# ---- servo_pwm_capture ----
servo_pwm_capture/placement_by_type.png
Drawn at 3 px/um.
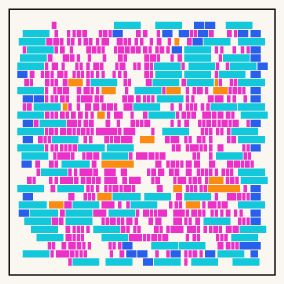
## src/rtl/servo_pwm_capture.sv

```systemverilog
// Servo PWM capture: measures the high time and rise-to-rise period of pwm_in in
// microseconds and publishes each completed period with a one-cycle valid strobe.
module servo_pwm_capture #(
  parameter int unsigned CLKS_PER_US = 100,
  parameter int unsigned MIN_US      = 500,
  parameter int unsigned MAX_US      = 2500,
  parameter int unsigned TIMEOUT_US  = 25000
) (
  input  logic        clk,
  input  logic        reset_n,
  input  logic        pwm_in,
  output logic [15:0] high_us,
  output logic [15:0] period_us,
  output logic        valid,
  output logic        in_range,
  output logic        signal_lost
);

  localparam int unsigned PW = (CLKS_PER_US > 1) ? $clog2(CLKS_PER_US) : 1;
  localparam logic [PW-1:0] PRE_LAST  = PW'(CLKS_PER_US - 1);
  localparam logic [15:0]   TIMEOUT_V = 16'(TIMEOUT_US);
  localparam logic [15:0]   MIN_V     = 16'(MIN_US);
  localparam logic [15:0]   MAX_V     = 16'(MAX_US);

  typedef enum logic [1:0] {IDLE, HIGH, LOW} state_t;

  state_t      state_q, state_d;
  logic        sync1_q, sync2_q, prev_q;
  logic [PW-1:0] pre_q, pre_d;
  logic [15:0] hi_cnt_q, hi_cnt_d, per_cnt_q, per_cnt_d;
  logic [15:0] high_us_q, high_us_d, period_us_q, period_us_d;
  logic        valid_q, valid_d, in_range_q, in_range_d, lost_q, lost_d;
  logic        rise, fall, us_tick;
  logic [15:0] hi_inc, per_inc;

  // Chain resets to 1 so a line already high at reset exit never looks like a rise.
  always_ff @(posedge clk or negedge reset_n) begin
    if (!reset_n) begin
      sync1_q <= 1'b1;
      sync2_q <= 1'b1;
      prev_q  <= 1'b1;
    end else begin
      sync1_q <= pwm_in;
      sync2_q <= sync1_q;
      prev_q  <= sync2_q;
    end
  end

  assign rise    = sync2_q & ~prev_q;
  assign fall    = ~sync2_q & prev_q;
  assign us_tick = (pre_q == PRE_LAST);
  assign hi_inc  = (us_tick && (hi_cnt_q != '1)) ? hi_cnt_q + 16'd1 : hi_cnt_q;
  assign per_inc = (us_tick && (per_cnt_q != '1)) ? per_cnt_q + 16'd1 : per_cnt_q;

  always_comb begin
    pre_d = pre_q + PW'(1);
    if (rise || us_tick) pre_d = '0;
  end

  // Loaded period includes a tick landing on the rise cycle, giving floor(clks/CLKS_PER_US).
  always_comb begin
    state_d     = state_q;
    hi_cnt_d    = hi_cnt_q;
    per_cnt_d   = per_cnt_q;
    high_us_d   = high_us_q;
    period_us_d = period_us_q;
    in_range_d  = in_range_q;
    valid_d     = 1'b0;
    lost_d      = lost_q;
    case (state_q)
      IDLE: begin
        hi_cnt_d  = '0;
        per_cnt_d = '0;
        if (rise) state_d = HIGH;
      end
      HIGH: begin
        hi_cnt_d  = hi_inc;
        per_cnt_d = per_inc;
        if (per_cnt_q == TIMEOUT_V) begin
          state_d   = IDLE;
          lost_d    = 1'b1;
          hi_cnt_d  = '0;
          per_cnt_d = '0;
        end else if (fall) begin
          state_d = LOW;
        end
      end
      LOW: begin
        per_cnt_d = per_inc;
        if (rise) begin
          high_us_d   = hi_cnt_q;
          period_us_d = per_inc;
          in_range_d  = (hi_cnt_q >= MIN_V) && (hi_cnt_q <= MAX_V);
          valid_d     = 1'b1;
          lost_d      = 1'b0;
          hi_cnt_d    = '0;
          per_cnt_d   = '0;
          state_d     = HIGH;
        end else if (per_cnt_q == TIMEOUT_V) begin
          state_d   = IDLE;
          lost_d    = 1'b1;
          hi_cnt_d  = '0;
          per_cnt_d = '0;
        end
      end
      default: begin
        state_d   = IDLE;
        hi_cnt_d  = '0;
        per_cnt_d = '0;
      end
    endcase
  end

  always_ff @(posedge clk or negedge reset_n) begin
    if (!reset_n) begin
      state_q     <= IDLE;
      pre_q       <= '0;
      hi_cnt_q    <= '0;
      per_cnt_q   <= '0;
      high_us_q   <= '0;
      period_us_q <= '0;
      in_range_q  <= 1'b0;
      valid_q     <= 1'b0;
      lost_q      <= 1'b1;
    end else begin
      state_q     <= state_d;
      pre_q       <= pre_d;
      hi_cnt_q    <= hi_cnt_d;
      per_cnt_q   <= per_cnt_d;
      high_us_q   <= high_us_d;
      period_us_q <= period_us_d;
      in_range_q  <= in_range_d;
      valid_q     <= valid_d;
      lost_q      <= lost_d;
    end
  end

  assign high_us     = high_us_q;
  assign period_us   = period_us_q;
  assign valid       = valid_q;
  assign in_range    = in_range_q;
  assign signal_lost = lost_q;

endmodule
```

## config.mk

```make
export PLATFORM = sky130hd
export DESIGN_NAME = servo_pwm_capture
export DESIGN_NICKNAME = d
export VERILOG_FILES = /design/src/rtl/servo_pwm_capture.sv
export SDC_FILE = /design/constraint.sdc
export NUM_CORES = 1
export LEC_CHECK = 0
export ABC_AREA = 1
export CAP_MARGIN = 20
export CORE_MARGIN = 2
export CORE_UTILIZATION = 63
export DETAILED_ROUTE_END_ITERATION = 10
export GPL_TIMING_DRIVEN = 0
export HOLD_SLACK_MARGIN = 0.02
export PLACE_DENSITY = 0.86
export REMOVE_ABC_BUFFERS = 1
export SYNTH_ARGS = -nofsm -noshare
export SYNTH_HDL_FRONTEND = slang
export SYNTH_SLANG_ARGS = --single-unit
```

## constraint.sdc

```tcl
create_clock -name clk -period 3.4 [get_ports clk]
set_clock_uncertainty 0.2 [all_clocks]
set_input_delay 0.68 -clock clk [delete_from_list [all_inputs] [get_ports clk]]
set_output_delay 0.68 -clock clk [all_outputs]
set_load 0.03 [all_outputs]
```

==> out/results.tsv <==
metric	value	unit
outcome	finished clean	
Worst Setup End Kind	flop	
post-route ant nets	0	
r2r startpoint	state_q[0]	
seq pwr	997	uW
Top logic family	simple AND/OR/NAND/NOR gates	
WS Path Type	flop to flop	
Fin. Hold Viols	0	
post-CTS resize count	0	
io pins	38	
Via Count	3913	
syn_area_per_cell	7.51	um^2
Core Util, Final	74.3	%
final WL	10.3	mm
postcts setup bufs	0	
cell taking the most area after synthesis	dfrtp_1	
distinct lib cells	34	
DRC viols	0	
Synth top cells by count	nand2_1 (182), dfrtp_1 (75), nand3_1 (68), nor2_1 (68), inv_1 (53)	
Logic pwr share	19.0	%
Die Wd	88.1	um
top sig layer	met4	
core area	6830	um^2
met2 WL	5.13	mm
Synth Seq Share	44.5	%
crit path capture	period_us[12]	
post-DR vias/cell	5.38	
## Picture notes: servo_pwm_capture/placement_by_type.png
[orange] clock drivers and dummy loads | cells: 16 | share of their area: 4.3%
[blue] remaining buffers and delay cells | cells: 38 | share of their area: 7.8%
[cyan] sequential cells | cells: 79 | share of their area: 40%
[magenta] combinational and other logic | cells: 499 | share of their area: 48%
row cnt: 30
Seq area share: 39.1%

## flip-flops by register name, summed over array words and instances (netlist names), 2 cells and up
signal,flops
period_us,16
high_us,16
per_cnt_q,16
pre_q,7
hi_cnt_q,16
state_q,2
## routing by layer
| metal | vias up | GRT usage (%) |
|---|---|---|
| met5 | - | 0 |
| met4 | 0 | 9.64 |
| met3 | 13 | 6.41 |
| met2 | 121 | 50.8 |
| met1 | 1840 | 36.8 |
| li1 | 1939 | - |
## area by class of cell
cell class | count | area, um^2 | share of cell area, %
well taps | 96 | 120 | 2.37
inverters | 58 | 220 | 4.34
repair buffers | 38 | 388 | 7.64
clock inverters | 6 | 86.3 | 1.70
clock buffers | 10 | 128 | 2.51
flip-flops and latches | 79 | 1980 | 39.1
multi-input cells | 441 | 2150 | 42.4
## through the flow
stage / cell area (um^2) / setup TNS [ps] / setup slack (ps) / cells
after CTS: 5070 / 0 / 474 / 728
after detailed placement: 4860 / 0 / 542 / 712
after global placement: 4840 / -94470 / -1210 / 711
final: 5070 / 0 / 475 / 728
after floorplan: 4350 / 0 / 834 / 578
after global routing: 5070 / 0 / 254 / 728

# ---- hls_run_controller ----
hls_run_controller/cell_density.png
Drawn at 1.5 px/um. The die is cut into 17 by 26 equal tiles; black is low, pale yellow is high, 0 to 100% covered.
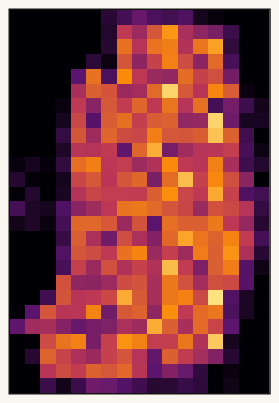
### src/rtl/hls_run_pkg.sv
// Shared types for the Bambu kernel batch-run controller: FSM states, result status codes
// and the packed result record.
package hls_run_pkg;

  typedef enum logic [2:0] {
    IDLE,
    KRST,
    START,
    WAIT,
    LOG,
    BATCH_DONE
  } state_e;

  localparam logic [1:0] ST_OK      = 2'd0;
  localparam logic [1:0] ST_TIMEOUT = 2'd1;

  localparam int RES_CNT_W = 32;

  typedef struct packed {
    logic [1:0]           status;
    logic [RES_CNT_W-1:0] cycles;
  } result_t;

endpackage

### src/rtl/hls_run_fifo.sv
// Synchronous first-word-fall-through FIFO with count-based full/empty.
// A push is accepted on a full FIFO when a pop happens in the same cycle.
module hls_run_fifo
  import hls_run_pkg::*;
#(
  parameter int DEPTH = 4,
  parameter int W     = 2 + RES_CNT_W
) (
  input  logic         clock,
  input  logic         reset,
  input  logic         push,
  input  logic [W-1:0] push_data,
  input  logic         pop,
  output logic [W-1:0] head,
  output logic         full,
  output logic         empty
);

  localparam int AW = (DEPTH > 1) ? $clog2(DEPTH) : 1;
  localparam int CW = AW + 1;

  logic [W-1:0]  mem [DEPTH];
  logic [AW-1:0] wr_ptr;
  logic [AW-1:0] rd_ptr;
  logic [CW-1:0] count;
  logic          wr_en;
  logic          rd_en;

  assign empty = (count == '0);
  assign full  = (count == CW'(DEPTH));
  assign rd_en = pop && !empty;
  assign wr_en = push && (!full || rd_en);
  assign head  = mem[rd_ptr];

  always_ff @(posedge clock) begin
    if (!reset) begin
      wr_ptr <= '0;
      rd_ptr <= '0;
      count  <= '0;
    end else begin
      if (wr_en) wr_ptr <= wr_ptr + AW'(1);
      if (rd_en) rd_ptr <= rd_ptr + AW'(1);
      case ({wr_en, rd_en})
        2'b10:   count <= count + CW'(1);
        2'b01:   count <= count - CW'(1);
        default: count <= count;
      endcase
    end
  end

  always_ff @(posedge clock) begin
    if (wr_en) mem[wr_ptr] <= push_data;
  end

endmodule

### src/rtl/hls_run_controller.sv
// Batch-run controller for one Bambu kernel: reset, start, time to done (with watchdog),
// log {status, cycles} into a result FIFO, repeat for the configured number of runs.
//
// state      | meaning
// IDLE       | waiting for cfg_go, kernel held in reset
// KRST       | kernel reset held low, KRST_CYC cycles via down-counter
// START      | one-cycle start pulse, cycle counter = 1
// WAIT       | counting cycles until done_port or watchdog
// LOG        | pushing the result, parks here while the FIFO is full
// BATCH_DONE | one-cycle batch_done pulse, busy dropped
module hls_run_controller
  import hls_run_pkg::*;
#(
  parameter int CNT_W      = RES_CNT_W,
  parameter int RUNS_W     = 8,
  parameter int TIMEOUT    = 200000000,
  parameter int KRST_CYC   = 2,
  parameter int FIFO_DEPTH = 4
) (
  input  logic              clock,
  input  logic              reset,
  input  logic              cfg_go,
  input  logic [RUNS_W-1:0] cfg_num_runs,
  output logic              krn_reset,
  output logic              start_port,
  input  logic              done_port,
  output logic              busy,
  output logic              batch_done,
  output logic              res_valid,
  input  logic              res_ready,
  output logic [1:0]        res_status,
  output logic [CNT_W-1:0]  res_cycles,
  output logic [CNT_W-1:0]  stat_min,
  output logic [CNT_W-1:0]  stat_max
);

  localparam int KW = (KRST_CYC > 1) ? $clog2(KRST_CYC) : 1;
  localparam logic [KW-1:0]    KRST_INIT = KW'(KRST_CYC - 1);
  localparam logic [CNT_W-1:0] TIMEOUT_C = CNT_W'(TIMEOUT);

  state_e            state;
  logic [CNT_W-1:0]  cnt;
  logic [KW-1:0]     krst_cnt;
  logic [RUNS_W-1:0] run_idx;
  logic [RUNS_W-1:0] num_runs;
  logic [1:0]        res_status_q;
  logic [CNT_W-1:0]  res_cycles_q;
  logic [RUNS_W:0]   run_next;
  logic              last_run;

  logic fifo_full;
  logic fifo_empty;
  logic fifo_pop;
  logic push_ok;
  logic fifo_push;

  assign fifo_pop  = res_ready && !fifo_empty;
  assign push_ok   = !fifo_full || fifo_pop;
  assign fifo_push = (state == LOG) && push_ok;
  assign res_valid = !fifo_empty;
  assign run_next  = {1'b0, run_idx} + {{RUNS_W{1'b0}}, 1'b1};
  assign last_run  = (run_next == {1'b0, num_runs});

  hls_run_fifo #(
    .DEPTH (FIFO_DEPTH),
    .W     (2 + CNT_W)
  ) u_fifo (
    .clock     (clock),
    .reset     (reset),
    .push      (fifo_push),
    .push_data ({res_status_q, res_cycles_q}),
    .pop       (res_ready),
    .head      ({res_status, res_cycles}),
    .full      (fifo_full),
    .empty     (fifo_empty)
  );

  always_ff @(posedge clock) begin
    if (!reset) begin
      state        <= IDLE;
      krn_reset    <= 1'b0;
      start_port   <= 1'b0;
      busy         <= 1'b0;
      batch_done   <= 1'b0;
      cnt          <= '0;
      krst_cnt     <= '0;
      run_idx      <= '0;
      num_runs     <= '0;
      res_status_q <= ST_OK;
      res_cycles_q <= '0;
      stat_min     <= '1;
      stat_max     <= '0;
    end else begin
      batch_done <= 1'b0;
      case (state)
        IDLE: begin
          krn_reset <= 1'b0;
          if (cfg_go) begin
            if (cfg_num_runs != '0) begin
              state    <= KRST;
              busy     <= 1'b1;
              num_runs <= cfg_num_runs;
              run_idx  <= '0;
              stat_min <= '1;
              stat_max <= '0;
              krst_cnt <= KRST_INIT;
            end else begin
              state      <= BATCH_DONE;
              batch_done <= 1'b1;
            end
          end
        end

        KRST: begin
          if (krst_cnt == '0) begin
            state      <= START;
            krn_reset  <= 1'b1;
            start_port <= 1'b1;
            cnt        <= CNT_W'(1);
          end else begin
            krst_cnt <= krst_cnt - KW'(1);
          end
        end

        // START and WAIT share the sampling logic: done in the start cycle counts as 1
        START, WAIT: begin
          start_port <= 1'b0;
          if (done_port) begin
            res_status_q <= ST_OK;
            res_cycles_q <= cnt;
            state        <= LOG;
          end else if (cnt == TIMEOUT_C) begin
            res_status_q <= ST_TIMEOUT;
            res_cycles_q <= cnt;
            state        <= LOG;
          end else begin
            cnt   <= cnt + CNT_W'(1);
            state <= WAIT;
          end
        end

        LOG: begin
          if (push_ok) begin
            if (res_status_q == ST_OK) begin
              if (res_cycles_q < stat_min) stat_min <= res_cycles_q;
              if (res_cycles_q > stat_max) stat_max <= res_cycles_q;
            end
            run_idx   <= run_next[RUNS_W-1:0];
            krn_reset <= 1'b0;
            if (last_run || (res_status_q == ST_TIMEOUT)) begin
              state      <= BATCH_DONE;
              batch_done <= 1'b1;
              busy       <= 1'b0;
            end else begin
              state    <= KRST;
              krst_cnt <= KRST_INIT;
            end
          end
        end

        BATCH_DONE: begin
          state <= IDLE;
        end

        default: begin
          state <= IDLE;
        end
      endcase
    end
  end

endmodule
### config.mk
export PLATFORM = sky130hd
export DESIGN_NAME = hls_run_controller
export DESIGN_NICKNAME = d
export VERILOG_FILES = /design/src/rtl/hls_run_pkg.sv /design/src/rtl/hls_run_fifo.sv /design/src/rtl/hls_run_controller.sv
export SDC_FILE = /design/constraint.sdc
export NUM_CORES = 1
export LEC_CHECK = 0
export CAP_MARGIN = 20
export CORE_ASPECT_RATIO = 1.5
export CORE_MARGIN = 4
export CORE_UTILIZATION = 33
export DETAILED_ROUTE_END_ITERATION = 8
export PLACE_DENSITY = 0.56
export SKIP_CTS_REPAIR_TIMING = 1
export SLEW_MARGIN = 20
export SYNTH_ARGS = -nofsm -noshare
export SYNTH_HDL_FRONTEND = slang
export SYNTH_HIERARCHICAL = 1
export SYNTH_SLANG_ARGS = --single-unit
### constraint.sdc
create_clock -name clock -period 5.15 [get_ports clock]
set_input_delay 1.545 -clock clock [delete_from_list [all_inputs] [get_ports clock]]
set_output_delay 1.545 -clock clock [all_outputs]
set_load 0.1 [all_outputs]
==> out/results.tsv <==
metric	value	unit
outcome	finished clean	
post-DR vias/cell	5.19	
Via Count	9511	
post-synthesis xor/xnor area fraction	2.02	%
R2R Setup Slk	1680	ps
worst relative slew slack	31.2	%
row cnt	90	
Synthesis Warnings	6	
DRC viols	0	
Synth top cells by count	dfxtp_1 (162), edfxtp_1 (136), nand2_1 (122)	
hold path depth	2	
Tool Warnings	30	
Largest register FFs	136	
register with the most flip-flops	u_fifo/mem	
Non-CTS buffers	132	
dpl cell area	15000	um^2
Non-clock inverters	86	
## Picture notes: hls_run_controller/cell_density.png
nearly empty tiles: 23%
mean over tiles: 35%
densest ninth of the die: middle
tiles over 75% full: 4.1%
fullest tile: 94%
emptiest ninth of the die: top left

worst max-delay path by stage:
| stage | startpoint | endpoint | slack [ps] |
|---|---|---|---|
| 2_1_floorplan | res_ready | u_fifo/mem[0][0] | 1220 |
| 3_3_place_gp | res_ready | stat_max[23] | 770 |
| 3_5_place_dp | res_ready | u_fifo/count[2] | 650 |
| 4_1_cts | flop | res_cycles[0] | 1080 |
| 5_1_grt | flop | res_status[0] | 1030 |
| 6_report | flop | res_cycles[0] | 1180 |
through the flow:
stage	setup WS (ps)	hold slack, ps	std cells	util (%)
6_report	1180	466	1831	39.7
5_1_grt	1030	506	1831	39.7
4_1_cts	1080	471	1831	39.7
3_5_place_dp	654	462	1777	37.2
3_3_place_gp	773	459	1777	37.2
2_1_floorplan	1220	446	1202	-
per-layer routing:
metal,global-route usage (%),part of all wire [%]
met5,0,0
met4,5.84,3.5
met3,2.13,3.6
met2,29.5,52
met1,18.4,40
power by group:
group          internal [uW]  total, uW  switching [uW]
sequential              2470       2500            23.9
clock                   1300       2220             915
combinational           95.7        371             275

# ---- seg_pair_scanner ----
seg_pair_scanner/wires.png
Drawn at 4 px/um.
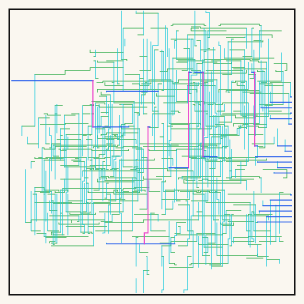
## src/rtl/seg_pair_scanner_pkg.sv

```systemverilog
// Shared types and constants for the two-digit segment scanner.
// Imported by the scanner top and its dwell/gap counter.
package seg_pair_scanner_pkg;

    typedef enum logic [2:0] {
        IDLE,
        SHOW_LO,
        GAP_LO,
        SHOW_HI,
        GAP_HI
    } state_t;

    localparam logic [6:0] ZERO_PAT_DEF = 7'b1000000;

    localparam logic [1:0] DIG_NONE = 2'b00;
    localparam logic [1:0] DIG_LO   = 2'b01;
    localparam logic [1:0] DIG_HI   = 2'b10;

    function automatic logic [6:0] seg_off(input bit act_low);
        return act_low ? 7'h7F : 7'h00;
    endfunction

endpackage

```

## src/rtl/seg_pair_scanner_counter.sv

```systemverilog
// Dwell/gap counter: restarts at zero on every state change, holds when idle,
// flags the terminal count of the current state's duration.
module seg_dwell_counter #(
    parameter int CW = 5
) (
    input  logic          clk,
    input  logic          rst,
    input  logic          load,
    input  logic          en,
    input  logic [CW-1:0] limit,
    output logic          done,
    output logic [CW-1:0] cnt_nxt
);

    logic [CW-1:0] cnt;

    always_comb begin
        cnt_nxt = cnt;
        if (load)
            cnt_nxt = '0;
        else if (en)
            cnt_nxt = cnt + CW'(1);
    end

    assign done = (cnt == limit - CW'(1));

    always_ff @(posedge clk or posedge rst) begin
        if (rst)
            cnt <= '0;
        else
            cnt <= cnt_nxt;
    end

endmodule

```

## src/rtl/seg_pair_scanner.sv

```systemverilog
// Time-multiplexes a two-digit segment word onto one shared segment bus
// with dark anti-ghosting gaps and optional leading-zero blanking.
module seg_pair_scanner
    import seg_pair_scanner_pkg::*;
#(
    parameter int         DWELL_CYC   = 16,
    parameter int         GAP_CYC     = 2,
    parameter bit         SEG_ACT_LOW = 1'b1,
    parameter logic [6:0] ZERO_PAT    = ZERO_PAT_DEF,
    parameter bit         BLANK_LZ    = 1'b1
) (
    input  logic        clk,
    input  logic        rst,
    input  logic        i_valid,
    input  logic [13:0] i_seg,
    output logic        o_ready,
    output logic [6:0]  o_seg,
    output logic [1:0]  o_dig,
    output logic        o_frame
);

    localparam logic [6:0] SEG_OFF = seg_off(SEG_ACT_LOW);
    localparam int CMAX = (DWELL_CYC > GAP_CYC) ? DWELL_CYC : GAP_CYC;
    localparam int CW = $clog2(CMAX) + 1;
    localparam logic [CW-1:0] DWELL_L = CW'(DWELL_CYC);
    localparam logic [CW-1:0] GAP_L   = CW'(GAP_CYC);

    state_t        state, nxt;
    logic [13:0]   held, held_n;
    logic          xfer, done, load, en;
    logic [CW-1:0] limit, cnt_nxt;
    logic [6:0]    seg_n;
    logic [1:0]    dig_n;
    logic          rdy_n, frame_n;

    assign xfer   = i_valid & o_ready;
    assign held_n = xfer ? i_seg : held;
    assign load   = (nxt != state);
    assign en     = (state != IDLE);
    assign limit  = (state == SHOW_LO || state == SHOW_HI) ? DWELL_L : GAP_L;

    seg_dwell_counter #(.CW(CW)) u_cnt (
        .clk     (clk),
        .rst     (rst),
        .load    (load),
        .en      (en),
        .limit   (limit),
        .done    (done),
        .cnt_nxt (cnt_nxt)
    );

    always_comb begin
        nxt = state;
        unique case (state)
            IDLE:    if (xfer) nxt = SHOW_LO;
            SHOW_LO: if (done) nxt = GAP_LO;
            GAP_LO:  if (done) nxt = SHOW_HI;
            SHOW_HI: if (done) nxt = GAP_HI;
            GAP_HI:  if (done) nxt = SHOW_LO;
            default: nxt = IDLE;
        endcase
    end

    // Outputs are decoded from the next state so they stay registered Moore.
    always_comb begin
        seg_n   = SEG_OFF;
        dig_n   = DIG_NONE;
        rdy_n   = 1'b1;
        frame_n = 1'b0;
        unique case (nxt)
            SHOW_LO: begin
                rdy_n = 1'b0;
                dig_n = DIG_LO;
                seg_n = held_n[6:0];
            end
            SHOW_HI: begin
                rdy_n = 1'b0;
                if (!(BLANK_LZ && held_n[13:7] == ZERO_PAT)) begin
                    dig_n = DIG_HI;
                    seg_n = held_n[13:7];
                end
            end
            GAP_HI:  frame_n = (cnt_nxt == GAP_L - CW'(1));
            default: ;
        endcase
    end

    always_ff @(posedge clk or posedge rst) begin
        if (rst) begin
            state   <= IDLE;
            held    <= {SEG_OFF, SEG_OFF};
            o_seg   <= SEG_OFF;
            o_dig   <= DIG_NONE;
            o_ready <= 1'b1;
            o_frame <= 1'b0;
        end else begin
            state   <= nxt;
            held    <= held_n;
            o_seg   <= seg_n;
            o_dig   <= dig_n;
            o_ready <= rdy_n;
            o_frame <= frame_n;
        end
    end

endmodule

```

## config.mk

```make
export PLATFORM = sky130hd
export DESIGN_NAME = seg_pair_scanner
export DESIGN_NICKNAME = d
export VERILOG_FILES = /design/src/rtl/seg_pair_scanner_pkg.sv /design/src/rtl/seg_pair_scanner_counter.sv /design/src/rtl/seg_pair_scanner.sv
export SDC_FILE = /design/constraint.sdc
export NUM_CORES = 1
export LEC_CHECK = 0
export CELL_PAD_IN_SITES_DETAIL_PLACEMENT = 1
export CELL_PAD_IN_SITES_GLOBAL_PLACEMENT = 1
export CORE_MARGIN = 2
export CORE_UTILIZATION = 37
export CTS_CLUSTER_SIZE = 16
export DETAILED_ROUTE_END_ITERATION = 10
export PLACE_DENSITY = 0.84
export SLEW_MARGIN = 0
export SYNTH_ARGS = -nofsm -noshare
export SYNTH_HDL_FRONTEND = slang
export SYNTH_SLANG_ARGS = --single-unit
```

## constraint.sdc

```tcl
create_clock -name clk -period 1.74 [get_ports clk]
set_input_delay 0.435 -clock clk [delete_from_list [all_inputs] [get_ports clk]]
set_output_delay 0.435 -clock clk [all_outputs]
set_load 0.005 [all_outputs]
```

==> out/results.tsv <==
metric	value	unit
Setup WS post-layout	-116	ps
final setup fails	7	
outcome	finished with violations	
cell taking the most area after synthesis	dfstp_2	
# clk buffers	5	
failing checks	negative setup slack	
# fillers	479	
actual slew at the worst max-slew pin	382	ps
CP bufs+invs	2	
worst-case clock buffer depth	2	
cell count in the Yosys report	141	
cycle use final	107	%
hpwl dp	3.38	mm
routing usage on met3	4.70	%
logic area	803	um^2
leakage	0.00100	uW
placed cell count	235	
Largest cell class	flip-flops and latches	
cells after synthesis	141	
Floorplan Nets	159	
Signal buf overhead	21.4	%
CP top delay family	AND-OR/OR-AND gates	
RSZ-0062 raised after global routing	yes	
Notes on seg_pair_scanner/wires.png above:
[blue] metal 3 | wire length: 157 um
[green] metal 1 | wire length: 1840 um
[cyan] metal 2 | wire length: 2450 um
[magenta] metal 4 | wire length: 105 um
final WL: 4.55 mm
Overall Global Routing Usage: 19.2%

-- final timing paths --
check                      slack (ps)        to  startpoint
setup / recovery                 -120  o_seg[5]   i_seg[12]
hold / removal                    490   o_frame         rst
setup reg to reg                  -80  o_seg[5]    held[13]
hold reg to reg                   610  o_seg[3]    held[10]
max in group asynchronous        1000   held[9]         rst
min in group clk                  610  o_seg[3]    held[10]
-- registers in the layout (all words and copies together) (netlist names) --
register	cells
u_cnt.cnt	5
held	14
o_dig	2
o_seg	7
o_ready	1
state	3
o_frame	1
-- power breakdown --
part | internal, uW | switching [uW] | leakage (uW)
clock | 276 | 298 | 0.0000439
combinational | 111 | 77.3 | 0.000599
sequential | 849 | 29.3 | 0.000360
total | 1240 | 405 | 0.00100
-- per-stage QoR --
stage | hold WS (ps) | cell area, um^2 | TNS, ps
5_1_grt | 531 | 2330 | -767
3_5_place_dp | 581 | 2160 | -5520
6_report | 489 | 2330 | -530
3_3_place_gp | 569 | 2160 | -3930
2_1_floorplan | 544 | 1670 | 0
4_1_cts | 490 | 2290 | -594
-- routing by layer --
layer  wire [um]  vias up
met4         104        0
li1            -      632
met2        2450       30
met1        1840      682
met5           0        -
met3         156       10

# ---- nfc_cmd_scheduler ----
<file path="config.mk">
export PLATFORM = sky130hd
export DESIGN_NAME = nfc_cmd_scheduler
export DESIGN_NICKNAME = d
export VERILOG_FILES = /design/src/rtl/nfc_cmd_sched_pkg.sv /design/src/rtl/nfc_cmd_fifo.sv /design/src/rtl/nfc_cmd_scheduler.sv
export SDC_FILE = /design/constraint.sdc
export NUM_CORES = 1
export LEC_CHECK = 0
export ABC_AREA = 1
export CAP_MARGIN = 10
export CORE_UTILIZATION = 55
export CTS_CLUSTER_SIZE = 24
export DETAILED_ROUTE_END_ITERATION = 10
export GPL_TIMING_DRIVEN = 0
export PLACE_DENSITY = 0.78
export SLEW_MARGIN = 20
export SYNTH_ARGS = -nofsm -noshare
export SYNTH_HDL_FRONTEND = slang
export SYNTH_SLANG_ARGS = --single-unit
</file>
<file path="constraint.sdc">
create_clock -name iSystemClock -period 9.4 [get_ports iSystemClock]
set_input_delay 0.94 -clock iSystemClock [delete_from_list [all_inputs] [get_ports iSystemClock]]
set_output_delay 0.94 -clock iSystemClock [all_outputs]
set_load 0.005 [all_outputs]
</file>
<file path="src/rtl/nfc_cmd_sched_pkg.sv">
// Shared widths, queue entry layout and issue-FSM states for the NAND command scheduler.
package nfc_cmd_sched_pkg;

    localparam int unsigned OpcodeWidth  = 6;
    localparam int unsigned IdWidth      = 5;
    localparam int unsigned AddressWidth = 32;
    localparam int unsigned LengthWidth  = 16;
    localparam int unsigned EntryWidth   = 64;
    localparam int unsigned GuardWidth   = 8;

    typedef struct packed {
        logic [OpcodeWidth-1:0]  opcode;
        logic [IdWidth-1:0]      targetId;
        logic [IdWidth-1:0]      sourceId;
        logic [AddressWidth-1:0] address;
        logic [LengthWidth-1:0]  length;
    } cmdEntry_t;

    typedef enum logic {
        IDLE    = 1'b0,
        PRESENT = 1'b1
    } issueState_t;

endpackage

</file>
<file path="src/rtl/nfc_cmd_fifo.sv">
// In-order command FIFO with registered occupancy and a zero-latency head-read port.
module nfc_cmd_fifo
    import nfc_cmd_sched_pkg::*;
#(
    parameter int unsigned Depth = 4
) (
    input  logic                    clk,
    input  logic                    reset,
    input  logic                    push,
    input  logic                    pop,
    input  logic [EntryWidth-1:0]   pushData,
    output logic [EntryWidth-1:0]   headData,
    output logic                    full,
    output logic                    empty,
    output logic [$clog2(Depth):0]  count
);

    localparam int unsigned PtrWidth   = $clog2(Depth);
    localparam int unsigned CountWidth = $clog2(Depth) + 1;

    logic [EntryWidth-1:0] mem [Depth];
    logic [PtrWidth-1:0]   wrPtr;
    logic [PtrWidth-1:0]   rdPtr;
    logic                  doPush;
    logic                  doPop;

    // A full queue refuses a push even when a pop happens in the same cycle.
    assign full     = (count == CountWidth'(Depth));
    assign empty    = (count == '0);
    assign doPush   = push && !full;
    assign doPop    = pop && !empty;
    assign headData = mem[rdPtr];

    always_ff @(posedge clk) begin
        if (doPush) begin
            mem[wrPtr] <= pushData;
        end
    end

    always_ff @(posedge clk) begin
        if (reset) begin
            wrPtr <= '0;
            rdPtr <= '0;
            count <= '0;
        end else begin
            if (doPush) begin
                wrPtr <= wrPtr + PtrWidth'(1);
            end
            if (doPop) begin
                rdPtr <= rdPtr + PtrWidth'(1);
            end
            case ({doPush, doPop})
                2'b10:   count <= count + CountWidth'(1);
                2'b01:   count <= count - CountWidth'(1);
                default: count <= count;
            endcase
        end
    end

endmodule

</file>
<file path="src/rtl/nfc_cmd_scheduler.sv">
// Holds host NAND commands in order and releases the head only when its way is ready
// and that way's post-issue guard has expired.
module nfc_cmd_scheduler
    import nfc_cmd_sched_pkg::*;
#(
    parameter int unsigned NumberOfWays = 2,
    parameter int unsigned QueueDepth   = 4,
    parameter int unsigned GuardCycles  = 16
) (
    input  logic                          iSystemClock,
    input  logic                          iReset,
    input  logic [OpcodeWidth-1:0]        iHostOpcode,
    input  logic [IdWidth-1:0]            iHostTargetID,
    input  logic [IdWidth-1:0]            iHostSourceID,
    input  logic [AddressWidth-1:0]       iHostAddress,
    input  logic [LengthWidth-1:0]        iHostLength,
    input  logic                          iHostCMDValid,
    output logic                          oHostCMDReady,
    output logic [OpcodeWidth-1:0]        oOpcode,
    output logic [IdWidth-1:0]            oTargetID,
    output logic [IdWidth-1:0]            oSourceID,
    output logic [AddressWidth-1:0]       oAddress,
    output logic [LengthWidth-1:0]        oLength,
    output logic                          oCMDValid,
    input  logic                          iCMDReady,
    input  logic [NumberOfWays-1:0]       iReadyBusy,
    output logic [$clog2(QueueDepth):0]   oQueueCount,
    output logic [NumberOfWays-1:0]       oWayGuardBusy
);

    cmdEntry_t             pushEntry;
    cmdEntry_t             headEntry;
    logic [EntryWidth-1:0] headRaw;
    logic                  fifoFull;
    logic                  fifoEmpty;
    logic                  handshake;
    logic                  headWayOk;
    logic                  headEligible;
    issueState_t           state;
    logic [GuardWidth-1:0] guardCnt [NumberOfWays];

    assign pushEntry     = {iHostOpcode, iHostTargetID, iHostSourceID, iHostAddress, iHostLength};
    assign headEntry     = cmdEntry_t'(headRaw);
    assign handshake     = oCMDValid && iCMDReady;
    assign oHostCMDReady = !fifoFull;

    nfc_cmd_fifo #(
        .Depth (QueueDepth)
    ) uFifo (
        .clk      (iSystemClock),
        .reset    (iReset),
        .push     (iHostCMDValid),
        .pop      (handshake),
        .pushData (pushEntry),
        .headData (headRaw),
        .full     (fifoFull),
        .empty    (fifoEmpty),
        .count    (oQueueCount)
    );

    // Targets outside the way range (broadcast/reset) stay ungated.
    always_comb begin
        headWayOk = 1'b1;
        for (int w = 0; w < NumberOfWays; w++) begin
            if (headEntry.targetId == IdWidth'(w)) begin
                headWayOk = iReadyBusy[w] && (guardCnt[w] == '0);
            end
        end
    end

    assign headEligible = !fifoEmpty && headWayOk;

    // Eligibility is sampled only in IDLE; a presented command is never withdrawn.
    always_ff @(posedge iSystemClock) begin
        if (iReset) begin
            state     <= IDLE;
            oCMDValid <= 1'b0;
            oOpcode   <= '0;
            oTargetID <= '0;
            oSourceID <= '0;
            oAddress  <= '0;
            oLength   <= '0;
        end else begin
            case (state)
                IDLE: begin
                    if (headEligible) begin
                        oOpcode   <= headEntry.opcode;
                        oTargetID <= headEntry.targetId;
                        oSourceID <= headEntry.sourceId;
                        oAddress  <= headEntry.address;
                        oLength   <= headEntry.length;
                        oCMDValid <= 1'b1;
                        state     <= PRESENT;
                    end
                end
                PRESENT: begin
                    if (iCMDReady) begin
                        oCMDValid <= 1'b0;
                        state     <= IDLE;
                    end
                end
                default: state <= IDLE;
            endcase
        end
    end

    // Per-way guard covers the gap before the die pulls R/B# low.
    always_ff @(posedge iSystemClock) begin
        for (int w = 0; w < NumberOfWays; w++) begin
            if (iReset) begin
                guardCnt[w] <= '0;
            end else if (handshake && (oTargetID == IdWidth'(w))) begin
                guardCnt[w] <= GuardWidth'(GuardCycles);
            end else if (guardCnt[w] != '0) begin
                guardCnt[w] <= guardCnt[w] - GuardWidth'(1);
            end
        end
    end

    always_comb begin
        oWayGuardBusy = '0;
        for (int w = 0; w < NumberOfWays; w++) begin
            oWayGuardBusy[w] = (guardCnt[w] != '0);
        end
    end

endmodule

</file>
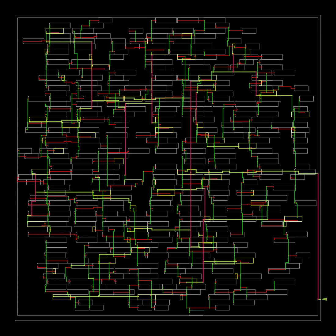
nfc_cmd_scheduler/clocks.png
sequential cell count: 347
CTS sink count: 347

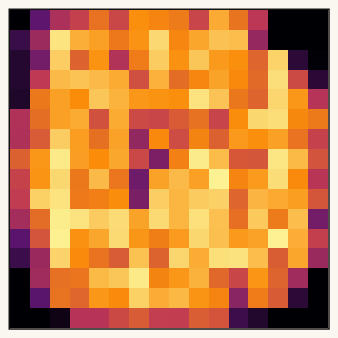
nfc_cmd_scheduler/cell_density.png
Drawn at 2 px/um. The die is cut into 16 by 16 equal tiles; black is low, pale yellow is high, 0 to 100% covered.
fullest tile: 97%
nearly empty tiles: 6.6%
mean over tiles: 64%
tiles over 75% full: 46%
FP Util: 56.0%
Core Util, Final: 69.0%
core area: 24200 um^2

==> out/results.tsv <==
metric	value	unit
# hold bufs at CTS	0	
outcome	finished clean	
GRT met1 Usage	32.9	%
hpwl dp	20.3	mm
Synth Seq Share	71.2	%
Power, Total	3800	uW
io pins	141	
final instance area	16700	um^2
1st-pass router iterations	5	
Initial DRC Count	1046	
post-route clock skew	19.5	ps
CP bufs+invs	4	
cell count in the Yosys report	1163	
Tmin final	3200	ps
Nets	1430	
wire length on met3	2.52	mm
row cnt	57	
Flops after synth	347	
CP top delay family	buffers and inverters	
area fraction in compound gates	10.4	%
crit path capture	oWayGuardBusy[1]	
PD cells	227	nW/um^2
clock latency (worst-skew pair)	520	ps
Setup Total Neg Slack	0	ps
largest net degree at the start of global routing	25	
-- final cells by class --
| cell class | instances | area [um^2] | area share (%) |
|---|---|---|---|
| diodes | 1 | 2.50 | 0.0150 |
| plain buffers | 75 | 348 | 2.08 |
| clock buffers | 53 | 973 | 5.82 |
| clock inverters | 11 | 83.8 | 0.501 |
| inverters | 36 | 135 | 0.807 |
| multi-input cells | 705 | 3470 | 20.7 |
| flip-flops and latches | 347 | 9670 | 57.8 |
| well taps | 324 | 405 | 2.42 |
| repair buffers | 151 | 1650 | 9.87 |
-- cells in the mapped netlist, types with 3 or more instances --
library cell and n:
nand2_1 118, ha_1 8, nand3_1 19, nor3_1 5
o22ai_1 59, a21oi_1 77, buf_2 11, nand3b_1 59
xor2_1 3, buf_4 8, clkbuf_1 51, dfxtp_1 75
o21ai_0 126, edfxtp_1 272, buf_6 3, inv_1 34
nor2_1 220
-- power by group through the flow --
stage / clock network, uW / logic (uW) / registers (uW)
final: 1290 / 636 / 1870
after global routing: 1370 / 701 / 1890
after CTS: 1310 / 638 / 1870
after detailed placement: 0 / 633 / 1900
after global placement: 0 / 601 / 1910
after floorplan: 0 / 334 / 1900

# ---- rom_arbiter ----
rom_arbiter/io_placement.png
Drawn at 4 px/um. Pins as bars across the die edge, other pins in grey.
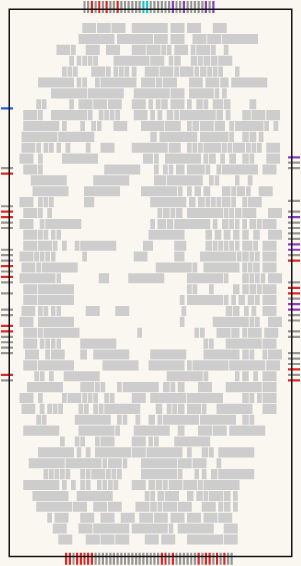
rom_arbiter/cell_density.png
Drawn at 4 px/um. The die is cut into 7 by 14 equal tiles; black is low, pale yellow is high, 0 to 100% covered.
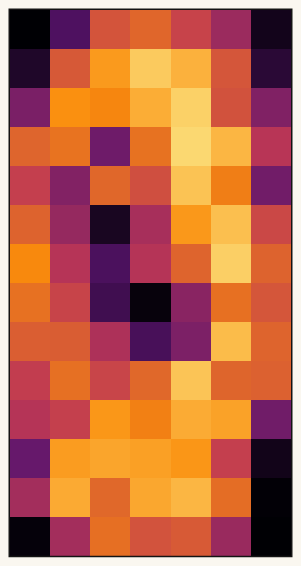
rom_arbiter/placement_by_type.png
Drawn at 3 px/um.
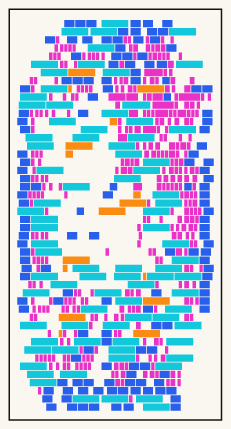
### config.mk
export PLATFORM = sky130hd
export DESIGN_NAME = rom_arbiter
export DESIGN_NICKNAME = d
export VERILOG_FILES = /design/src/rtl/rom_arbiter.sv
export SDC_FILE = /design/constraint.sdc
export NUM_CORES = 1
export LEC_CHECK = 0
export ABC_AREA = 1
export CAP_MARGIN = 5
export CORE_ASPECT_RATIO = 2
export CORE_MARGIN = 2
export CORE_UTILIZATION = 42
export DETAILED_ROUTE_END_ITERATION = 7
export PLACE_DENSITY = 0.88
export SYNTH_ARGS = -nofsm -noshare
export SYNTH_HDL_FRONTEND = slang
export SYNTH_SLANG_ARGS = --single-unit
### constraint.sdc
create_clock -name clk -period 4.45 [get_ports clk]
set_input_delay 0.89 -clock clk [delete_from_list [all_inputs] [get_ports clk]]
set_output_delay 0.89 -clock clk [all_outputs]
set_load 0.01 [all_outputs]
### src/rtl/rom_arbiter.sv
// rom_arbiter: round-robin two-port arbiter and burst sequencer for a single-ported combinational-read ROM
// Ports:
//   clk, rst                  rising-edge clock, asynchronous active-high reset
//   m0_req/m0_addr/m0_len     fetch port request, start address, burst length minus 1
//   m0_gnt/m0_rvalid/m0_rdata/m0_rlast  fetch port grant pulse and registered response
//   m1_req/m1_addr            data/debug port single-beat request and address
//   m1_gnt/m1_rvalid/m1_rdata data/debug port grant pulse and registered response
//   rom_addr/rom_data         ROM address out, combinational ROM data in
//   busy                      fetch burst in progress
module rom_arbiter #(
    parameter int ADDR_W = 10,
    parameter int DATA_W = 32
) (
    input  logic              clk,
    input  logic              rst,
    input  logic              m0_req,
    input  logic [ADDR_W-1:0] m0_addr,
    input  logic [1:0]        m0_len,
    output logic              m0_gnt,
    output logic              m0_rvalid,
    output logic [DATA_W-1:0] m0_rdata,
    output logic              m0_rlast,
    input  logic              m1_req,
    input  logic [ADDR_W-1:0] m1_addr,
    output logic              m1_gnt,
    output logic              m1_rvalid,
    output logic [DATA_W-1:0] m1_rdata,
    output logic [ADDR_W-1:0] rom_addr,
    input  logic [DATA_W-1:0] rom_data,
    output logic              busy
);
    typedef enum logic {IDLE, BURST} state_t;
    state_t            state;
    logic              last_gnt;
    logic [1:0]        cnt;
    logic [1:0]        len;
    logic [ADDR_W-1:0] base;
    logic              idle;
    // last_gnt holds the port granted most recently; on a tie the other port wins
    assign idle     = state == IDLE && !rst;
    assign m0_gnt   = idle && m0_req && (!m1_req || last_gnt);
    assign m1_gnt   = idle && m1_req && (!m0_req || !last_gnt);
    assign busy     = state == BURST;
    // burst addresses wrap naturally at the ROM depth
    assign rom_addr = rst ? '0 : busy ? base + ADDR_W'(cnt) : m1_gnt ? m1_addr : m0_addr;
    always_ff @(posedge clk or posedge rst) begin
        if (rst) begin
            state     <= IDLE;
            last_gnt  <= 1'b1;
            cnt       <= '0;
            len       <= '0;
            base      <= '0;
            m0_rvalid <= 1'b0;
            m0_rlast  <= 1'b0;
            m0_rdata  <= '0;
            m1_rvalid <= 1'b0;
            m1_rdata  <= '0;
        end else begin
            m0_rvalid <= m0_gnt || busy;
            m0_rlast  <= m0_gnt ? m0_len == 2'd0 : busy && cnt == len;
            if (m0_gnt || busy) m0_rdata <= rom_data;
            m1_rvalid <= m1_gnt;
            if (m1_gnt) m1_rdata <= rom_data;
            if (m0_gnt || m1_gnt) last_gnt <= m1_gnt;
            if (m0_gnt && m0_len != 2'd0) begin
                state <= BURST;
                base  <= m0_addr;
                len   <= m0_len;
                cnt   <= 2'd1;
            end else if (busy) begin
                state <= cnt == len ? IDLE : BURST;
                cnt   <= cnt == len ? 2'd0 : cnt + 2'd1;
            end
        end
    end
endmodule

==> out/results.tsv <==
metric	value	unit
Synthesis Warnings	0	
VDD IR max	0.353	mV
CP bufs+invs	3	
outcome	finished clean	
Reg clk slew, reported paths	60	ps
postcts setup bufs	0	
worst hold margin	468	ps
dpl cell area	5110	um^2
DRC viols	0	
top cells, area	dfrtp_1 (56%), nand2_1 (21%), o21ai_0 (4.9%)	
Simple-Gate Area Share	27.6	%
CTS tree	built	
reg2reg end	m0_rdata[28]	
top sig layer	met4	
R2R Setup Slk	2360	ps
placed cell count	667	
total global routing overflow	0	
r2r startpoint	busy	
About rom_arbiter/io_placement.png:
[red] `m1_rdata` | pins: 32 | direction: output | edge: 15 bottom, 8 left, 5 right, 4 top
[purple] `rom_addr` | pins: 10 | direction: output | edge: 6 right, 4 top
[blue] `m1_gnt` | pins: 1 | direction: output | edge: left
[cyan] `m0_len` | pins: 2 | direction: input | edge: top

About rom_arbiter/cell_density.png:
tiles over 75% full: 25%
fullest tile: 92%
mean over tiles: 55%
emptiest ninth of the die: middle
nearly empty tiles: 5.1%
Core Util, Final: 62.6%
FP Util: 42.9%

About rom_arbiter/placement_by_type.png:
[magenta] combinational and other logic | cells: 342 | share of their area: 29%
[cyan] sequential cells | cells: 83 | share of their area: 40%
[orange] clock drivers and dummy loads | cells: 16 | share of their area: 5.0%
[blue] remaining buffers and delay cells | cells: 142 | share of their area: 27%
Seq area share: 38.7%
final instance area: 5370 um^2
row cnt: 48
core area: 8590 um^2

## tightest hold or removal path, cell delays in order, from the launching register on
cell     delay, ps
dfrtp_1        340
nand2_1         60
nand2_1         40
## synthesized netlist by cell type
master      n
a21oi_1     6
a21oi_4     1
a31oi_1     1
buf_2       7
buf_4       1
buf_6       5
clkbuf_1    3
dfrtp_1    82
dfstp_2     1
fa_1        1
ha_1        2
inv_1      34
inv_2       3
nand2_1   208
nand2_2     2
nand2_4     1
nand3_1    18
nand3_2     1
nand3_4     1
nand4_1     2
nor2_1     12
nor2_2      1
nor2_8      1
nor3_1      1
o21ai_0    36
o21ai_1     4
o21ai_2     1
o22ai_1     1
or2_2       1
xnor2_1     2
xor2_1      1
## kinds of logic after synthesis
logic type / count (synthesis)
DFF: 83
adders and majority gates: 3
buffers and inverters: 53
and+or+nand+nor: 249
xor gates and xnor gates: 3
AOI/OAI and AO/OA: 50
## routing by layer
metal,track usage [%],vias up
met5,0,-
met4,13.7,0
met3,3.85,38
met2,43.2,136
met1,22.6,1663
li1,-,1645
## power by group
group / internal, uW / switching (uW)
combinational: 852 / 834
sequential: 1130 / 257
clock: 377 / 283

# ---- pc_unit ----
<file path="src/rtl/pc_unit.sv">
// Fetch PC register with next-PC selection, delay-slot FSM and stall.
// Optional macro PC_ALIGN_CHECK_EN: trap misaligned jump-register targets.
module pc_unit #(
    parameter int unsigned WIDTH        = 32,
    parameter logic [31:0] RESET_VECTOR = 32'h0000_0000,
    parameter logic [31:0] EXC_VECTOR   = 32'h8000_0180,
    parameter bit          DELAY_SLOT   = 1'b1
) (
    input  logic             clk,
    input  logic             reset_n,
    input  logic             stall,
    input  logic             exception,
    input  logic             redirect_valid,
    input  logic [1:0]       redirect_type,
    input  logic [WIDTH-1:0] base_pc,
    input  logic [15:0]      branch_offset,
    input  logic [25:0]      jump_index,
    input  logic [WIDTH-1:0] jr_target,
`ifdef PC_ALIGN_CHECK_EN
    output logic             pc_misalign,
`endif
    output logic [WIDTH-1:0] pc_out,
    output logic [WIDTH-1:0] pc_plus4,
    output logic             delay_pending,
    output logic             redirect_ignored
);

    localparam logic [0:0] IDLE    = 1'b0;
    localparam logic [0:0] PENDING = 1'b1;

    localparam logic [WIDTH-1:0] RST_PC = WIDTH'(RESET_VECTOR);
    localparam logic [WIDTH-1:0] EXC_PC = WIDTH'(EXC_VECTOR);
    localparam logic [WIDTH-1:0] FOUR   = WIDTH'(32'd4);

    logic [0:0]       state;
    logic [WIDTH-1:0] pc_q;
    logic [WIDTH-1:0] pend_q;
    logic             ign_q;
    logic [WIDTH-1:0] seq_pc;
    logic [WIDTH-1:0] base4;
    logic [WIDTH-1:0] br_off;
    logic [WIDTH-1:0] target;
    logic             is_br;
    logic             is_j;

    assign seq_pc = pc_q + FOUR;
    assign base4  = base_pc + FOUR;
    assign br_off = {{(WIDTH-18){branch_offset[15]}}, branch_offset, 2'b00};
    assign is_br  = (redirect_type == 2'b00);
    assign is_j   = (redirect_type == 2'b01);

    always_comb begin
        target = jr_target;
        unique case (1'b1)
            is_br:   target = base4 + br_off;
            is_j:    target = {base4[WIDTH-1:28], jump_index, 2'b00};
            default: target = jr_target;
        endcase
    end

`ifdef PC_ALIGN_CHECK_EN
    logic mis_q;
    logic jr_bad;

    assign jr_bad      = !is_br && !is_j && (jr_target[1:0] != 2'b00);
    assign pc_misalign = mis_q;
`endif

    always_ff @(posedge clk or negedge reset_n) begin
        if (!reset_n) begin
            pc_q   <= RST_PC;
            pend_q <= '0;
            state  <= IDLE;
            ign_q  <= 1'b0;
`ifdef PC_ALIGN_CHECK_EN
            mis_q  <= 1'b0;
`endif
        end else begin
            ign_q <= 1'b0;
`ifdef PC_ALIGN_CHECK_EN
            mis_q <= 1'b0;
`endif
            if (exception) begin
                pc_q   <= EXC_PC;
                pend_q <= '0;
                state  <= IDLE;
            end else if (stall) begin
                pc_q   <= pc_q;
            end else if (state == PENDING) begin
                // a redirect arriving in the delay slot is dropped
                pc_q  <= pend_q;
                state <= IDLE;
                ign_q <= redirect_valid;
`ifdef PC_ALIGN_CHECK_EN
            end else if (redirect_valid && jr_bad) begin
                pc_q  <= EXC_PC;
                state <= IDLE;
                mis_q <= 1'b1;
`endif
            end else if (redirect_valid) begin
                if (DELAY_SLOT) begin
                    pc_q   <= seq_pc;
                    pend_q <= target;
                    state  <= PENDING;
                end else begin
                    pc_q <= target;
                end
            end else begin
                pc_q <= seq_pc;
            end
        end
    end

    assign pc_out           = pc_q;
    assign pc_plus4         = seq_pc;
    assign delay_pending    = (state == PENDING);
    assign redirect_ignored = ign_q;

endmodule

</file>
<file path="config.mk">
export PLATFORM = sky130hd
export DESIGN_NAME = pc_unit
export DESIGN_NICKNAME = d
export VERILOG_FILES = /design/src/rtl/pc_unit.sv
export SDC_FILE = /design/constraint.sdc
export NUM_CORES = 1
export LEC_CHECK = 0
export CORE_MARGIN = 2
export CORE_UTILIZATION = 30
export CTS_CLUSTER_DIAMETER = 40
export DETAILED_ROUTE_END_ITERATION = 7
export HOLD_SLACK_MARGIN = 0.03
export PLACE_DENSITY = 0.58
export SYNTH_ARGS = -nofsm -noshare
export SYNTH_HDL_FRONTEND = slang
export SYNTH_SLANG_ARGS = --single-unit
</file>
<file path="constraint.sdc">
create_clock -name clk -period 3.1 [get_ports clk]
set_clock_uncertainty 0.2 [all_clocks]
set_input_delay 0.465 -clock clk [delete_from_list [all_inputs] [get_ports clk]]
set_output_delay 0.465 -clock clk [all_outputs]
set_load 0.02 [all_outputs]
</file>
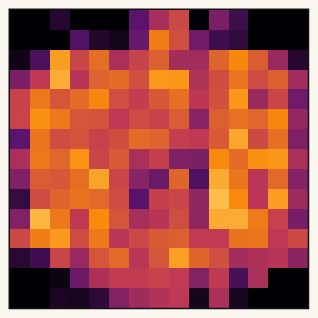
pc_unit/cell_density.png
Drawn at 2 px/um. The die is cut into 15 by 15 equal tiles; black is low, pale yellow is high, 0 to 100% covered.
fullest tile: 86%
nearly empty tiles: 11%
mean over tiles: 46%
tiles over 75% full: 8.4%
FP Util: 30.3%
core area: 20800 um^2
Core Util, Final: 50.6%

==> out/results.tsv <==
metric	value	unit
CTS sink count	66	
wire length on met3	1.16	mm
failing checks	negative setup slack	
most frequent logic cell in the layout	buf_4	
WS Path Type	input pin to flop	
Initial DRC Count	353	
DRC viols	0	
sw power	922	uW
final setup fails	5	
number of enable flip-flop cells	0	
top cells, area	dfrtp_1 (26%), ha_1 (7.1%), xnor2_1 (6.7%)	
Setup WS post-layout	-95.0	ps
Die Size	22200	um^2
post-DR vias/cell	5.03	
wire length on met1	10.5	mm
cells along the critical path	buf_2 > ha_2 > inv_1 > nor3_4 > buf_6 > xor2_1 > ha_1 > buf_4 > and2_1 > a221o_1 > a31oi_4 > o22ai_4 > or3_1 > a31o_2	
grt peak-use layer	met2	
outcome	finished with violations	
Area growth syn-to-layout	67.3	%
[state kept, by name, summed over array words and instances, names as in the netlist]
| name | cells |
|---|---|
| delay_pending | 1 |
| pc_out | 32 |
| pend_q | 32 |
| redirect_ignored | 1 |
[critical path, delay by kind of cell]
family / cells / cell delay, ps
buf+inv: 4 / 490
compound gates: 4 / 900
simple gates: 3 / 720
fa+ha+maj: 2 / 460
xor+xnor: 1 / 160
[cell type report]
type	count	area share [%]
multi-input combinational	664	45.4
timing repair buffer	396	32.6
sequential	66	15.7
tap	275	3.26
clock buffer	13	2.47
inverter	19	0.677
[cell usage after synthesis, drive strengths merged (11+ instances only)]
cell,n
a21o,15
a21oi,64
and3,13
clkbuf,35
dfrtp,66
ha,36
inv,18
mux2i,15
nand2,76
nand2b,11
nand3,32
nand4,20
nor2,68
nor3,21
o21ai,66
xnor2,48
xor2,24
[worst paths after layout]
path,start,to,slack (ps),cells after the start
setup / recovery,base_pc[3],pend_q[26],-100,14
hold / removal,pend_q[21],pend_q[21],270,2
setup reg to reg,pc_out[12],pc_out[21],770,9
hold reg to reg,pend_q[21],pend_q[21],270,2
max in group asynchronous,reset_n,pend_q[31],1530,3
min in group asynchronous,reset_n,pc_out[6],510,2


==> layout pictures side by side <==
Placement by cell class.
panel A
Drawn at 2 px/um.
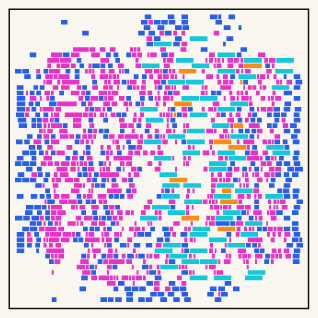
panel B
Drawn at 4 px/um.
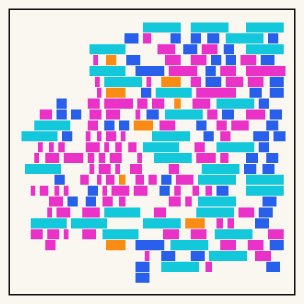
panel C
Drawn at 1 px/um.
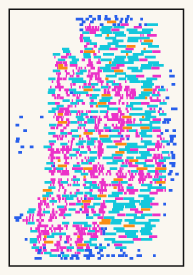
panel D
Drawn at 1.5 px/um.
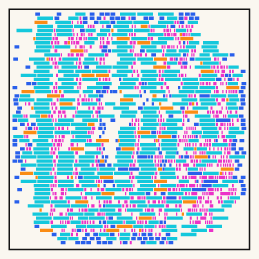
panel B -> seg_pair_scanner
panel C -> hls_run_controller
panel D -> nfc_cmd_scheduler
panel A -> pc_unit
The one with the largest die is panel C.
The one with the fewest cells is panel B.

Key to panel C:
[blue] remaining buffers and delay cells | cells: 132 | share of their area: 7.7%
[magenta] combinational and other logic | cells: 841 | share of their area: 38%
[cyan] sequential cells | cells: 298 | share of their area: 48%
[orange] clock drivers and dummy loads | cells: 54 | share of their area: 6.5%

No activity file was given, so power comes from the tool's default toggle rates.
